# ---- flash_fetch_spi ----
Figure 1. Register map, names as in the netlist (flash_fetch_spi).
Other sequential cells in the stronger grey, the rest of the logic in the fainter grey.
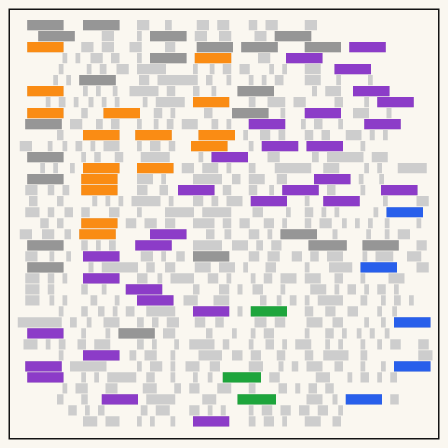

### src/rtl/uc_pkg.sv
// Shared constants and FSM encoding for the SPI flash instruction fetch path.
// Latency: n/a (declarations only).
// Backpressure: n/a.
package uc_pkg;

    // SPI NOR "READ" opcode (no dummy cycles)
    localparam logic [7:0] UC_CMD_READ    = 8'h03;
    // Instruction word width; two flash bytes per word
    localparam int         UC_INSTR_WIDTH = 16;
    // Flash byte-address width carried on the wire
    localparam int         UC_SPI_ADDR_W  = 24;
    // Command + address bits shifted out before data
    localparam int         UC_TX_BITS     = 8 + UC_SPI_ADDR_W;

    typedef enum logic [2:0] {
        ST_IDLE = 3'd0,
        ST_CMD  = 3'd1,
        ST_ADDR = 3'd2,
        ST_DATA = 3'd3,
        ST_DONE = 3'd4
    } fetch_state_e;

endpackage

### src/rtl/spi_sclk_gen.sv
// SPI clock generator: CLK_DIV-cycle half periods, rise/fall strobes for the fetch FSM.
// Latency: first rising strobe CLK_DIV cycles after enable; strobes are combinational from state.
// Backpressure: none; disable or clear returns SCLK low and the divider to zero on the next edge.
module spi_sclk_gen #(
    parameter int CLK_DIV = 2
) (
    input  logic clk,
    input  logic arst_n,
    input  logic i_en,
    input  logic i_clr,
    output logic o_rise,
    output logic o_fall,
    output logic o_sclk
);

    localparam int            CW      = (CLK_DIV > 1) ? $clog2(CLK_DIV) : 1;
    localparam logic [CW-1:0] CNT_MAX = CW'(CLK_DIV - 1);

    logic [CW-1:0] r_cnt;
    logic          r_sclk;
    logic          w_half_done;

    // A strobe fires on the edge that completes a half period; the register flips on that same edge
    assign w_half_done = i_en && !i_clr && (r_cnt == CNT_MAX);
    assign o_rise      = w_half_done && !r_sclk;
    assign o_fall      = w_half_done &&  r_sclk;
    assign o_sclk      = r_sclk;

    // Half-period divider; parked low whenever the FSM is not shifting bits
    always_ff @(posedge clk or negedge arst_n) begin
        if (!arst_n) begin
            r_cnt  <= '0;
            r_sclk <= 1'b0;
        end else if (!i_en || i_clr) begin
            r_cnt  <= '0;
            r_sclk <= 1'b0;
        end else if (w_half_done) begin
            r_cnt  <= '0;
            r_sclk <= ~r_sclk;
        end else begin
            r_cnt  <= r_cnt + CW'(1);
        end
    end

endmodule

### src/rtl/flash_fetch_spi.sv
// Instruction fetch: READ(0x03) + 24-bit byte address from SPI NOR flash, returns one 16-bit word.
// Latency: flash_ready pulses 96*CLK_DIV cycles after the accepting edge, then 1 cycle back in IDLE.
// Backpressure: fetch_req is only sampled in IDLE (no queueing); flush aborts an in-flight read.
module flash_fetch_spi
    import uc_pkg::*;
#(
    parameter int         ADDR_WIDTH  = 12,
    parameter int         INSTR_WIDTH = UC_INSTR_WIDTH,
    parameter int         CLK_DIV     = 2,
    parameter logic [7:0] CMD_READ    = UC_CMD_READ
) (
    input  logic                   clk,
    input  logic                   arst_n,
    input  logic [ADDR_WIDTH-1:0]  pc_addr,
    input  logic                   fetch_req,
    input  logic                   flush,
    output logic [INSTR_WIDTH-1:0] instr,
    output logic                   flash_ready,
    output logic                   busy,
    output logic                   spi_cs_n,
    output logic                   spi_sclk,
    output logic                   spi_mosi,
    input  logic                   spi_miso
);

    fetch_state_e            r_state;
    logic [UC_TX_BITS-1:0]   r_tx;
    logic [INSTR_WIDTH-1:0]  r_rx;
    logic [INSTR_WIDTH-1:0]  r_instr;
    logic [4:0]              r_bit_cnt;
    logic                    r_cs_n;
    logic                    r_mosi;
    logic                    r_ready;
    logic                    r_busy;

    logic                     w_shift_en;
    logic                     w_rise;
    logic                     w_fall;
    logic [4:0]               w_last_bit;
    logic [UC_SPI_ADDR_W-1:0] w_byte_addr;

    // Word address -> byte address: two bytes per instruction word
    assign w_byte_addr = UC_SPI_ADDR_W'({pc_addr, 1'b0});

    // SCLK only runs while bits are being shifted
    assign w_shift_en = (r_state == ST_CMD) || (r_state == ST_ADDR) || (r_state == ST_DATA);

    // Index of the final bit of the current phase; the bit counter restarts at each phase boundary
    always_comb begin
        w_last_bit = 5'd0;
        case (r_state)
            ST_CMD:  w_last_bit = 5'd7;
            ST_ADDR: w_last_bit = 5'(UC_SPI_ADDR_W - 1);
            ST_DATA: w_last_bit = 5'(INSTR_WIDTH - 1);
            default: w_last_bit = 5'd0;
        endcase
    end

    spi_sclk_gen #(
        .CLK_DIV (CLK_DIV)
    ) u_sclk_gen (
        .clk    (clk),
        .arst_n (arst_n),
        .i_en   (w_shift_en),
        .i_clr  (flush),
        .o_rise (w_rise),
        .o_fall (w_fall),
        .o_sclk (spi_sclk)
    );

    // Fetch FSM: launches the read, shifts cmd/addr on falling strobes, samples MISO on rising strobes
    always_ff @(posedge clk or negedge arst_n) begin
        if (!arst_n) begin
            r_state   <= ST_IDLE;
            r_tx      <= '0;
            r_rx      <= '0;
            r_instr   <= '0;
            r_bit_cnt <= '0;
            r_cs_n    <= 1'b1;
            r_mosi    <= 1'b0;
            r_ready   <= 1'b0;
            r_busy    <= 1'b0;
        end else begin
            r_ready <= 1'b0;
            case (r_state)
                ST_IDLE: begin
                    // Flush is irrelevant here; a coincident request is still accepted
                    if (fetch_req) begin
                        r_state   <= ST_CMD;
                        r_tx      <= {CMD_READ, w_byte_addr};
                        r_mosi    <= CMD_READ[7];
                        r_cs_n    <= 1'b0;
                        r_busy    <= 1'b1;
                        r_bit_cnt <= '0;
                    end
                end
                ST_CMD, ST_ADDR, ST_DATA: begin
                    if (flush) begin
                        r_state   <= ST_IDLE;
                        r_cs_n    <= 1'b1;
                        r_mosi    <= 1'b0;
                        r_busy    <= 1'b0;
                        r_bit_cnt <= '0;
                    end else begin
                        if (w_rise && (r_state == ST_DATA)) begin
                            r_rx <= {r_rx[INSTR_WIDTH-2:0], spi_miso};
                        end
                        if (w_fall) begin
                            // MOSI only moves on the falling edge, so it is stable at every rise
                            r_tx   <= {r_tx[UC_TX_BITS-2:0], 1'b0};
                            r_mosi <= r_tx[UC_TX_BITS-2];
                            if (r_bit_cnt == w_last_bit) begin
                                r_bit_cnt <= '0;
                                case (r_state)
                                    ST_CMD:  r_state <= ST_ADDR;
                                    ST_ADDR: r_state <= ST_DATA;
                                    default: begin
                                        // Last data bit was captured on the preceding rise
                                        r_state <= ST_DONE;
                                        r_cs_n  <= 1'b1;
                                        r_mosi  <= 1'b0;
                                        r_instr <= r_rx;
                                        r_ready <= 1'b1;
                                    end
                                endcase
                            end else begin
                                r_bit_cnt <= r_bit_cnt + 5'd1;
                            end
                        end
                    end
                end
                ST_DONE: begin
                    // Pulse is already out; flush has nothing left to cancel
                    r_state <= ST_IDLE;
                    r_busy  <= 1'b0;
                end
                default: begin
                    r_state <= ST_IDLE;
                    r_cs_n  <= 1'b1;
                    r_busy  <= 1'b0;
                end
            endcase
        end
    end

    assign instr       = r_instr;
    assign flash_ready = r_ready;
    assign busy        = r_busy;
    assign spi_cs_n    = r_cs_n;
    assign spi_mosi    = r_mosi;

endmodule

### config.mk
export PLATFORM = sky130hd
export DESIGN_NAME = flash_fetch_spi
export DESIGN_NICKNAME = d
export VERILOG_FILES = /design/src/rtl/uc_pkg.sv /design/src/rtl/spi_sclk_gen.sv /design/src/rtl/flash_fetch_spi.sv
export SDC_FILE = /design/constraint.sdc
export NUM_CORES = 1
export LEC_CHECK = 0
export ABC_AREA = 1
export CAP_MARGIN = 25
export CELL_PAD_IN_SITES_DETAIL_PLACEMENT = 2
export CELL_PAD_IN_SITES_GLOBAL_PLACEMENT = 2
export CORE_UTILIZATION = 31
export CTS_BUF_LIST = sky130_fd_sc_hd__clkbuf_4
export DETAILED_ROUTE_END_ITERATION = 10
export GPL_ROUTABILITY_DRIVEN = 0
export PLACE_DENSITY = 0.78
export SLEW_MARGIN = 20
export SYNTH_ARGS = -nofsm -noshare
export SYNTH_HDL_FRONTEND = slang
export SYNTH_SLANG_ARGS = --single-unit
### constraint.sdc
create_clock -name clk -period 1.6 [get_ports clk]
set_input_delay 0.32 -clock clk [delete_from_list [all_inputs] [get_ports clk]]
set_output_delay 0.32 -clock clk [all_outputs]
set_load 0.02 [all_outputs]
# ---- spmv_row_scheduler ----
[src/rtl/spmv_row_scheduler.sv]
// spmv_row_scheduler: walks CSR row_ptr/col_idx in SRAM1 and streams nonzeros and row ends to the MAC core.
module spmv_row_scheduler #(
  parameter int N_ROWS  = 16,
  parameter int PTR_W   = 8,
  parameter int ADDR_W  = 10,
  parameter int RP_BASE = 0,
  parameter int CI_BASE = 64,
  localparam int RW = N_ROWS > 1 ? $clog2(N_ROWS) : 1
) (
  input  logic              i_clk,
  input  logic              i_rst,
  input  logic              i_start,
  output logic              o_busy,
  output logic              o_done,
  output logic              o_err,
  output logic              o_rd_en,
  output logic [ADDR_W-1:0] o_rd_addr,
  input  logic [15:0]       i_rd_data,
  output logic              o_elem_valid,
  input  logic              i_elem_ready,
  output logic [PTR_W-1:0]  o_elem_idx,
  output logic [15:0]       o_elem_col,
  output logic              o_elem_last,
  output logic              o_row_valid,
  input  logic              i_row_ready,
  output logic [RW-1:0]     o_row_idx,
  output logic              o_row_empty
);
  localparam logic [3:0] IDLE = 4'd0, RD_RP0 = 4'd1, WT_RP0 = 4'd2, RD_RP = 4'd3, WT_RP = 4'd4,
                         RD_CI = 4'd5, WT_CI = 4'd6, ISSUE = 4'd7, ROW_END = 4'd8, DONE = 4'd9;
  logic [3:0] st;
  logic [RW-1:0] r;
  logic [PTR_W-1:0] ptr, end_ptr, dp;
  logic [15:0] col;
  logic empty, bad, last;
  assign dp = i_rd_data[PTR_W-1:0];
  // pointer words with any bit above PTR_W set cannot be represented
  assign bad = (i_rd_data >> PTR_W) != 16'd0;
  assign last = PTR_W'(ptr + 1'b1) == end_ptr;
  always_ff @(posedge i_clk) begin
    if (i_rst) begin
      st <= IDLE;
      r <= '0;
      ptr <= '0;
      end_ptr <= '0;
      col <= '0;
      empty <= 1'b0;
      o_err <= 1'b0;
    end else begin
      case (st)
        IDLE: if (i_start) begin
          st <= RD_RP0;
          r <= '0;
          o_err <= 1'b0;
        end
        RD_RP0: st <= WT_RP0;
        WT_RP0: if (bad) begin
          o_err <= 1'b1;
          st <= DONE;
        end else begin
          ptr <= dp;
          st <= RD_RP;
        end
        RD_RP: st <= WT_RP;
        WT_RP: begin
          end_ptr <= dp;
          empty <= dp == ptr;
          if (bad || dp < ptr) begin
            o_err <= 1'b1;
            st <= DONE;
          end else st <= dp == ptr ? ROW_END : RD_CI;
        end
        RD_CI: st <= WT_CI;
        WT_CI: begin
          col <= i_rd_data;
          st <= ISSUE;
        end
        ISSUE: if (i_elem_ready) begin
          ptr <= ptr + 1'b1;
          st <= last ? ROW_END : RD_CI;
        end
        // ptr already equals row_ptr[r+1], the next row's start
        ROW_END: if (i_row_ready) begin
          if (r == RW'(N_ROWS - 1)) st <= DONE;
          else begin
            r <= r + 1'b1;
            st <= RD_RP;
          end
        end
        DONE: st <= IDLE;
        default: st <= IDLE;
      endcase
    end
  end
  assign o_busy = st != IDLE;
  assign o_done = st == DONE;
  assign o_rd_en = st == RD_RP0 || st == RD_RP || st == RD_CI;
  assign o_rd_addr = st == RD_RP0 ? ADDR_W'(RP_BASE) :
                     st == RD_RP  ? ADDR_W'(RP_BASE) + ADDR_W'(r) + ADDR_W'(1) :
                     st == RD_CI  ? ADDR_W'(CI_BASE) + ADDR_W'(ptr) : '0;
  assign o_elem_valid = st == ISSUE;
  assign o_elem_idx = o_elem_valid ? ptr : '0;
  assign o_elem_col = o_elem_valid ? col : '0;
  assign o_elem_last = o_elem_valid && last;
  assign o_row_valid = st == ROW_END;
  assign o_row_idx = o_row_valid ? r : '0;
  assign o_row_empty = o_row_valid && empty;
endmodule

[config.mk]
export PLATFORM = sky130hd
export DESIGN_NAME = spmv_row_scheduler
export DESIGN_NICKNAME = d
export VERILOG_FILES = /design/src/rtl/spmv_row_scheduler.sv
export SDC_FILE = /design/constraint.sdc
export NUM_CORES = 1
export LEC_CHECK = 0
export CAP_MARGIN = 15
export CELL_PAD_IN_SITES_DETAIL_PLACEMENT = 0
export CELL_PAD_IN_SITES_GLOBAL_PLACEMENT = 1
export CORE_ASPECT_RATIO = 1.4
export CORE_UTILIZATION = 38
export DETAILED_ROUTE_END_ITERATION = 7
export HOLD_SLACK_MARGIN = 0.12
export PLACE_DENSITY = 0.93
export SLEW_MARGIN = 40
export SYNTH_ARGS = -nofsm -noshare
export SYNTH_HDL_FRONTEND = slang
export SYNTH_SLANG_ARGS = --single-unit
[constraint.sdc]
create_clock -name i_clk -period 5.4 [get_ports i_clk]
set_input_delay 1.35 -clock i_clk [delete_from_list [all_inputs] [get_ports i_clk]]
set_output_delay 1.35 -clock i_clk [all_outputs]
set_load 0.03 [all_outputs]
# ---- psum_collector ----
<file path="src/rtl/pe_pkg.sv">
// Shared constants and types for the PE-row partial-sum collector.
package pe_pkg;
   localparam int KW      = 5;
   localparam int PSUM_BW = 19;
   localparam int ACT_BW  = 8;

   typedef logic signed [ACT_BW-1:0] act_t;

   // FSM encoding kept as plain constants so legacy tools can decode the state bus.
   typedef logic [1:0] state_t;
   localparam state_t IDLE  = 2'd0;
   localparam state_t RUN   = 2'd1;
   localparam state_t DRAIN = 2'd2;
   localparam state_t DONE  = 2'd3;
endpackage

</file>
<file path="src/rtl/psum_fifo.sv">
// Output FIFO for requantised activations: power-of-two depth, show-ahead read,
// push while full is accepted only when a pop happens in the same cycle.
module psum_fifo
   import pe_pkg::*;
#(
   parameter int DEPTH = 4,
   parameter int W     = ACT_BW
) (
   input  logic         iCLK,
   input  logic         iRSTn,
   input  logic         iPush,
   input  logic [W-1:0] iData,
   input  logic         iPop,
   output logic [W-1:0] oData,
   output logic         oFull,
   output logic         oEmpty
);
   localparam int AW = $clog2(DEPTH);

   logic [W-1:0]  mem_q [DEPTH];
   logic [AW-1:0] wptr_q;
   logic [AW-1:0] rptr_q;
   logic [AW:0]   cnt_q;
   logic          do_push;
   logic          do_pop;

   assign oEmpty  = (cnt_q == '0);
   assign oFull   = (cnt_q == (AW+1)'(DEPTH));
   assign do_pop  = iPop && !oEmpty;
   assign do_push = iPush && (!oFull || do_pop);
   assign oData   = mem_q[rptr_q];

   always_ff @(posedge iCLK or negedge iRSTn) begin
      if (!iRSTn) begin
         wptr_q <= '0;
         rptr_q <= '0;
         cnt_q  <= '0;
      end else begin
         if (do_push) wptr_q <= wptr_q + AW'(1);
         if (do_pop)  rptr_q <= rptr_q + AW'(1);
         case ({do_push, do_pop})
            2'b10:   cnt_q <= cnt_q + (AW+1)'(1);
            2'b01:   cnt_q <= cnt_q - (AW+1)'(1);
            default: ;
         endcase
      end
   end

   always_ff @(posedge iCLK) begin
      if (do_push) mem_q[wptr_q] <= iData;
   end
endmodule

</file>
<file path="src/rtl/psum_collector.sv">
// Collects 5-tap PE-row partial sums, drops warm-up beats, adds bias, rounds,
// shifts and saturates to 8 bits into an output FIFO. Optional ReLU: PSUM_RELU_EN.
module psum_collector
#(
   parameter int PSUM_BW = pe_pkg::PSUM_BW,
   parameter int KW      = pe_pkg::KW,
   parameter int DEPTH   = 4
) (
   input  logic                      iCLK,
   input  logic                      iRSTn,
   input  logic                      iStart,
   input  logic [7:0]                iRowLen,
   input  logic [7:0]                iRowNum,
   input  logic signed [PSUM_BW-1:0] iBias,
   input  logic [3:0]                iShift,
   input  logic                      iPsumValid,
   input  logic signed [PSUM_BW-1:0] iPsum,
   input  logic                      iReady,
   output logic                      oValid,
   output logic signed [7:0]         oData,
   output logic                      oBusy,
   output logic                      oDone,
   output logic                      oOverflow
);
   import pe_pkg::state_t;
   import pe_pkg::act_t;
   import pe_pkg::IDLE;
   import pe_pkg::RUN;
   import pe_pkg::DRAIN;
   import pe_pkg::DONE;

   // One guard bit for the bias add, one more so the rounding add cannot wrap.
   localparam int XW = PSUM_BW + 2;
   localparam logic signed [XW-1:0] SAT_HI = XW'(127);
`ifdef PSUM_RELU_EN
   localparam logic signed [XW-1:0] SAT_LO = XW'(0);
`else
   localparam logic signed [XW-1:0] SAT_LO = XW'(-128);
`endif

   state_t                    state_q, state_d;
   logic [7:0]                col_q, col_d;
   logic [7:0]                row_q, row_d;
   logic [7:0]                len_q;
   logic [7:0]                num_q;
   logic signed [PSUM_BW-1:0] bias_q;
   logic [3:0]                shift_q;

   logic                      start_acc;
   logic                      cfg_zero;
   logic                      beat;
   logic                      keep;
   logic                      last_col;
   logic                      last_row;

   logic                      s1_v_q;
   logic signed [PSUM_BW:0]   s1_sum_q, s1_sum_d;
   logic                      s2_v_q;
   act_t                      s2_act_q, s2_act_d;
   logic                      ovf_q;

   logic signed [XW-1:0]      pre_x;
   logic signed [XW-1:0]      rnd_x;
   logic signed [XW-1:0]      shf_x;
   logic signed [XW-1:0]      sat_x;

   logic                      fifo_full;
   logic                      fifo_empty;
   logic                      fifo_pop;
   logic [7:0]                fifo_data;

   assign start_acc = (state_q == IDLE) && iStart;
   assign cfg_zero  = (len_q == '0) || (num_q == '0);
   assign beat      = (state_q == RUN) && iPsumValid && !cfg_zero;
   assign last_col  = (col_q == len_q - 8'd1);
   assign last_row  = (row_q == num_q - 8'd1);
   assign keep      = beat && (int'(col_q) >= KW - 1);

   always_comb begin
      state_d = state_q;
      col_d   = col_q;
      row_d   = row_q;
      case (state_q)
         IDLE: begin
            if (iStart) begin
               state_d = RUN;
               col_d   = '0;
               row_d   = '0;
            end
         end
         RUN: begin
            if (cfg_zero) begin
               state_d = DRAIN;
            end else if (beat) begin
               if (last_col) begin
                  col_d = '0;
                  row_d = row_q + 8'd1;
                  if (last_row) state_d = DRAIN;
               end else begin
                  col_d = col_q + 8'd1;
               end
            end
         end
         DRAIN: begin
            if (!s1_v_q && !s2_v_q && fifo_empty) state_d = DONE;
         end
         DONE:    state_d = IDLE;
         default: state_d = IDLE;
      endcase
   end

   assign s1_sum_d = (PSUM_BW+1)'(iPsum) + (PSUM_BW+1)'(bias_q);

   always_comb begin
      pre_x = XW'(s1_sum_q);
`ifdef PSUM_RELU_EN
      if (s1_sum_q[PSUM_BW]) pre_x = '0;
`endif
      rnd_x = pre_x;
      if (shift_q != 4'd0) rnd_x = pre_x + (XW'(1) <<< (shift_q - 4'd1));
      shf_x = rnd_x >>> shift_q;
      sat_x = shf_x;
      if (shf_x > SAT_HI) begin
         sat_x = SAT_HI;
      end else if (shf_x < SAT_LO) begin
         sat_x = SAT_LO;
      end
      s2_act_d = sat_x[7:0];
   end

   always_ff @(posedge iCLK or negedge iRSTn) begin
      if (!iRSTn) begin
         state_q  <= IDLE;
         col_q    <= '0;
         row_q    <= '0;
         len_q    <= '0;
         num_q    <= '0;
         bias_q   <= '0;
         shift_q  <= '0;
         s1_v_q   <= 1'b0;
         s1_sum_q <= '0;
         s2_v_q   <= 1'b0;
         s2_act_q <= '0;
         ovf_q    <= 1'b0;
      end else begin
         state_q <= state_d;
         col_q   <= col_d;
         row_q   <= row_d;
         if (start_acc) begin
            len_q   <= iRowLen;
            num_q   <= iRowNum;
            bias_q  <= iBias;
            shift_q <= iShift;
         end
         s1_v_q <= keep;
         if (keep) s1_sum_q <= s1_sum_d;
         s2_v_q <= s1_v_q;
         if (s1_v_q) s2_act_q <= s2_act_d;
         // The FIFO itself discards the value; only the sticky flag lives here.
         if (start_acc) begin
            ovf_q <= 1'b0;
         end else if (s2_v_q && fifo_full && !fifo_pop) begin
            ovf_q <= 1'b1;
         end
      end
   end

   assign fifo_pop = oValid && iReady;

   psum_fifo #(
      .DEPTH (DEPTH),
      .W     (8)
   ) u_fifo (
      .iCLK   (iCLK),
      .iRSTn  (iRSTn),
      .iPush  (s2_v_q),
      .iData  (s2_act_q),
      .iPop   (fifo_pop),
      .oData  (fifo_data),
      .oFull  (fifo_full),
      .oEmpty (fifo_empty)
   );

   assign oValid    = !fifo_empty;
   assign oData     = fifo_empty ? '0 : fifo_data;
   assign oBusy     = (state_q == RUN) || (state_q == DRAIN);
   assign oDone     = (state_q == DONE);
   assign oOverflow = ovf_q;
endmodule

</file>
<file path="config.mk">
export PLATFORM = sky130hd
export DESIGN_NAME = psum_collector
export DESIGN_NICKNAME = d
export VERILOG_FILES = /design/src/rtl/pe_pkg.sv /design/src/rtl/psum_fifo.sv /design/src/rtl/psum_collector.sv
export SDC_FILE = /design/constraint.sdc
export NUM_CORES = 1
export LEC_CHECK = 0
export CAP_MARGIN = 15
export CORE_MARGIN = 2
export CORE_UTILIZATION = 60
export DETAILED_ROUTE_END_ITERATION = 8
export MAX_ROUTING_LAYER = met4
export PLACE_DENSITY_LB_ADDON = 0.08
export RECOVER_POWER = 100
export SLEW_MARGIN = 5
export SYNTH_ARGS = -nofsm -noshare
export SYNTH_HDL_FRONTEND = slang
export SYNTH_SLANG_ARGS = --single-unit
</file>
<file path="constraint.sdc">
create_clock -name iCLK -period 10.26 [get_ports iCLK]
set_clock_uncertainty 0.05 [all_clocks]
set_input_delay 1.539 -clock iCLK [delete_from_list [all_inputs] [get_ports iCLK]]
set_output_delay 1.539 -clock iCLK [all_outputs]
set_load 0.01 [all_outputs]
</file>
Figure 2. Routed metal, one colour a layer (flash_fetch_spi).
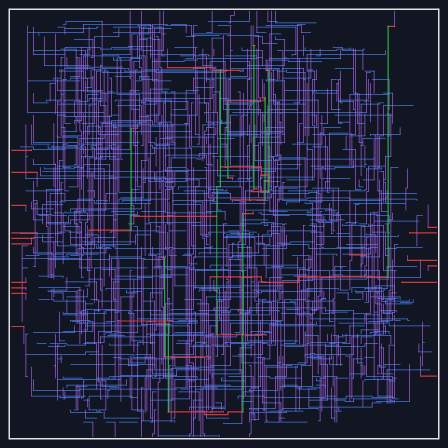
colour	layer	wire length
red	metal 3	286 um
green	metal 4	358 um
blue	metal 1	5,300 um
purple	metal 2	7,160 um
Global Route Usage Sum: 21.0%
WL/cell: 20.7 um
final WL: 13,100 um

## Picture notes: Figure 1
colour	netlist name	placed flops
purple	r_tx	30
blue	r_bit_cnt	5
green	r_state	3
orange	r_rx	16
not coloured	22
Seq power: 2430 uW
post-layout util: 48.1%

==> CHANGELOG.md, flash_fetch_spi <==
### Physical design

* Post-DP HPWL at approximately 7000 um
* Largest net degree at the start of global routing at around 46
* Crit path depth at 10
* Status: complete, but fails checks
* Final setup vio count at around 48
* Clk cell area share at 2.68%
* DR vias at approximately 3,200
* Wire length on met2 at approximately 7200 um
* Fin. max-slew vios at 0
* Cell mode on critical path: nor2_4
* Max-Cap Viols at 0
* Seq/total area at between 30% and 40%
* Flops after synth at around 76
* Power, Total at 7810 uW
* Vias per inst at 4.98
* Clk latency late pin at about 430 ps
* PD cells at 1570 nW/um^2
* Crit path launch: r_state[1]
* Reg2reg path depth at 10
* Aoi share at slightly below 9%
* Internal power at between 4000 and 5000 uW
* Sw Ratio at around two fifths
* Register share of total power at between 30% and 40%
* Registers at 76
* Min Hold Slack at approximately 290 ps
* Layout Nets at about 510
* Fin worst setup slack at -128 ps
* Die X-Extent at between 100 and 150 um
* Cell family with most CP delay: simple AND/OR/NAND/NOR gates
* Worst EP required at approximately 2000 ps
* Lkg Pwr at 0.00262 uW
* Failing checks: negative setup slack
* Non-clock buffer count at about 97
* Logic share of the area at a little under a third
* MUX area fraction at 0%
* Basic Gates by Area at between 20 and 30%
* Worst Path Arrival at roughly 2100 ps
* Number of fill cells in the layout at roughly 1,100
flash_fetch_spi: worst min path at each step:
stage	cells after the start	from	endpoint	slack (ps)
floorplan	0	arst_n	busy	20
global placement	1	arst_n	r_bit_cnt[3]	210
detailed placement	1	arst_n	r_bit_cnt[3]	220
CTS	2	arst_n	r_rx[5]	280
global route	2	arst_n	r_tx[1]	280
finish	2	arst_n	r_tx[1]	290
flash_fetch_spi: power by group through the flow:
stage	Combinational, uW	Clock, uW	Sequential [uW]
after global routing	4440	1320	2460
after floorplan	1250	0	2420
after global placement	2370	0	2400
final	4150	1230	2430
after CTS	3080	1230	2400
after detailed placement	2510	0	2420
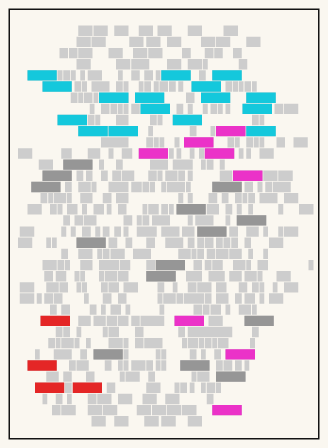
Figure 3: spmv_row_scheduler, register map, names as in the netlist.
Other sequential cells in the stronger grey, the rest of the logic in the fainter grey.
colour	netlist name	placed flops
red	r	4
cyan	col	16
magenta	end_ptr	8
Seq power: 323 uW
post-layout util: 50.6%
Seq/total area: 23.4%
Reg area: 841 sq um

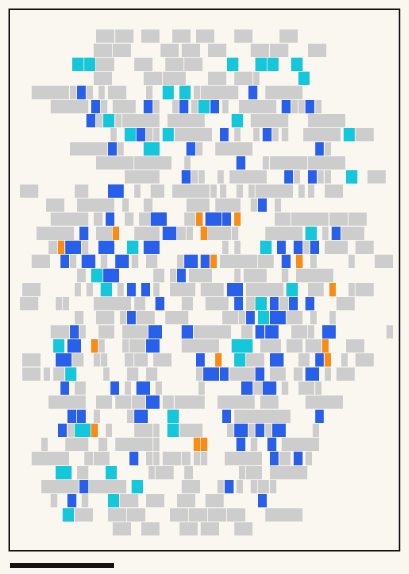
Figure 4: spmv_row_scheduler, logic cells by family.
The bar under the picture is 20 um long.
colour	family	cells	most used
cyan	AND and OR gates	37	and2_1
orange	inverters	15	inv_1
blue	inverting AOI/OAI gates	93	a21oi_1
final cell count without fillers: 540
Commonest Layout Cell: nand2_1
logic share of the area: 49.9%

==> CHANGELOG.md, spmv_row_scheduler <==
### Physical design

* DR DRC count at 0
* Hold path start: col[0]
* CP endpoint: o_elem_last
* GPL Wtd Cong at roughly 0.9
* WL/cell at around 16 um
* Met1 Routed Length at 3390 um
* Initial antenna violation count at 0
* Tmin final at around 4300 ps
* Syn. warnings at 0
* GRT met1 Usage at a little over a quarter
* Clk latency late pin at ~300 ps
* Fin crit share at between 80% and 90%
* Lkg Pwr at about 0.0013 uW
* Number of enable flip-flop cells at 0
* Critical Path Fanout Max at 11
* Status: finished, final reports clean
* Worst Path Arrival at between 2000 and 3000 ps
* Max-Cap Viols at 0
* Crit path depth at 6
* DR vias at between 2,000 and 3,000
* Clock tree from TritonCTS: done
* Number of fill cells in the layout at 769
* Max clock buf depth at 2
* Clk pwr share at 38.4%
* Setup CP Type: flop to output pin
* Min Hold Slack at between 400 and 500 ps
* MUX area fraction at 0%
* Syn_area_per_cell at 7.14 sq um
* P_sw at between 150 and 200 uW
* Area leader, netlist: dfxtp_1
* Top Layer Used: met4
* Reg-to-Reg Start: ptr[6]
* Post-DRT Antenna Nets at 0
spmv_row_scheduler: state kept, by name, summed over array words and instances (netlist names):
signal   flops
col         16
st           4
end_ptr      8
empty        1
r            4
ptr          8
o_err        1
spmv_row_scheduler: final cells by class:
cell class | count | area share (%)
multi-input cells | 312 | 49.9
flip-flops and latches | 42 | 23.4
repair buffers | 68 | 18.7
well taps | 95 | 3.30
clock buffers | 5 | 1.91
inverters | 15 | 1.56
clock inverters | 3 | 1.22
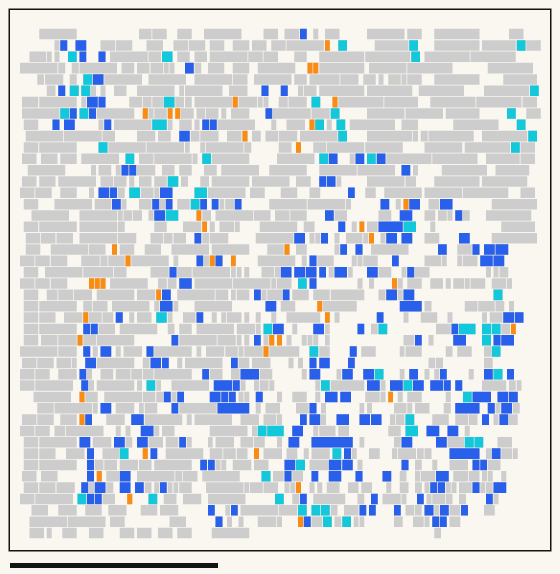
Figure 5: psum_collector, logic cells by family.
The bar under the picture is 50 um long.
colour	family	cells	most used
orange	inverters	43	inv_1
cyan	AND and OR gates	69	and2_1
blue	inverting AOI/OAI gates	219	o21ai_0
Commonest Layout Cell: nand2_1
final cell count without fillers: 1,296
logic share of the area: 53.1%

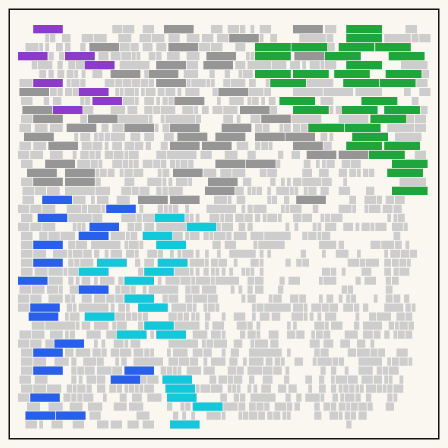
Figure 6: psum_collector, register map, names as in the netlist.
Other sequential cells in the stronger grey, the rest of the logic in the fainter grey.
colour	netlist name	placed flops
green	u_fifo.mem_q	32
cyan	s1_sum_q	20
blue	bias_q	19
purple	row_q	8
Reg area: 3340 sq um
post-layout util: 70.6%
Seq power: 813 uW
Seq/total area: 30.9%

==> CHANGELOG.md, psum_collector <==
### Physical design

* Tmin final at 7310 ps
* GR peak layer: met2
* Fmax at roughly 140 MHz
* Registers at between 100 and 150
* Clk pwr share at a little under a fifth
* Io pins at 75
* Hold Violations, Final at 0
* Clk cell area share at under 10%
* Crit-path max cell delay at between 800 and 900 ps
* Met1 Routed Length at between 10,000 and 15,000 um
* Asr flop ratio synth at between 70% and 80%
* OpenROAD warning count at 35
* Final WL at ~23,000 um
* Placed cell area at roughly 10,000 sq um
* Clk pin slew, worst setup/hold paths at 60 ps
* H-tree depth at 4
* PD cells at between 200 and 300 nW/um^2
* Adder share at between 7 and 8%
* Power, Total at 2960 uW
* First-pass GRT wire length at ~38,000 um
* Mapped Cells at approximately 1,000
* Aoi share at a little over a fifth
* Regs by FF count: u_fifo.mem_q: 32 flops, s1_sum_q: 20 flops, bias_q: 19 flops
* Failing checks: max-capacitance violations, max-slew violations
* Status: complete, but fails checks
* Register share of total power at 27.4%
* Max-Cap Viols at 2
* Final setup vio count at 0
* Cell mode on critical path: a211oi_1
* Basic Gates by Area at around 18%
* Max_slew headroom at -155%
* Syn_area_per_cell at ~9 sq um
* Fin. max-slew vios at between 100 and 150
* Number of logic gates at approximately 800
* Vias per inst at between 6 and 7
* DR vias at between 8,000 and 9,000
* Gate Area at around 5700 sq um
* Setup slack at placement at 4480 ps
* Vias in the first global route at around 7,600
* Most flop-heavy register: u_fifo.mem_q
* Core Region at about 15,000 sq um
* Crit path launch: shift_q[0]
-- psum_collector: layout by cell type (no fill, tap or decap), types with 21 or more instances in the layout --
master,count
xor2_1,21
mux2_2,45
o21ai_0,68
nor2_1,85
a21oi_1,40
edfxtp_1,32
clkdlybuf4s50_1,56
xnor2_1,32
nand3_1,30
nand2_1,107
inv_1,42
dfrtp_1,95
ha_1,50
-- psum_collector: power by group through the flow --
stage	Sequential, uW	Combinational [uW]	Clock (uW)
finish	813	1600	547
global route	835	1770	579
CTS	812	1620	555
detailed placement	820	1600	0
global placement	809	1580	0
floorplan	741	1250	0

==> layout pictures side by side <==
Ports around the boundary.
Pins as bars across the die edge, other pins in grey.
(a)
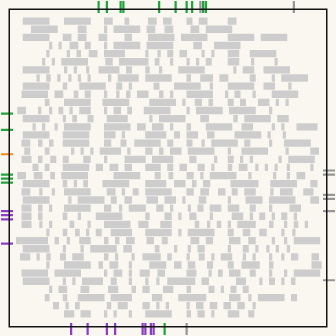
(b)
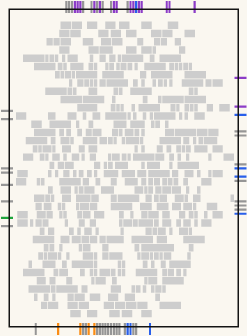
(c)
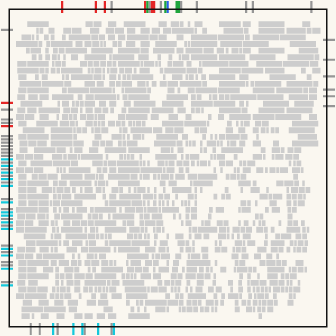
For flash_fetch_spi, see (a).
For psum_collector, see (c).
For spmv_row_scheduler, see (b).



==> layout pictures side by side <==
Clock routing.
image #1
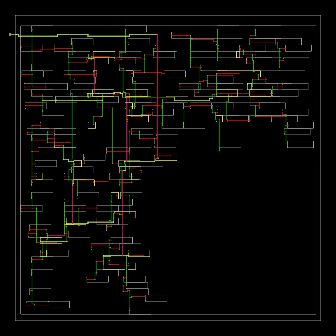
image #2
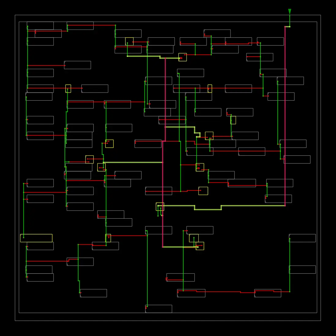
image #3
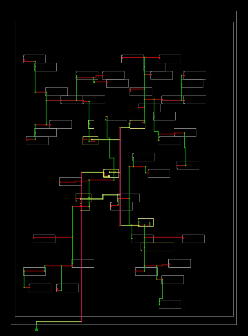
Of these, most sequential cells: image #1
Of these, most clock buffers: image #1
- flash_fetch_spi = image #2
- spmv_row_scheduler = image #3
- psum_collector = image #1

Power figures rest on the tool's default switching activity, not on a simulated workload.
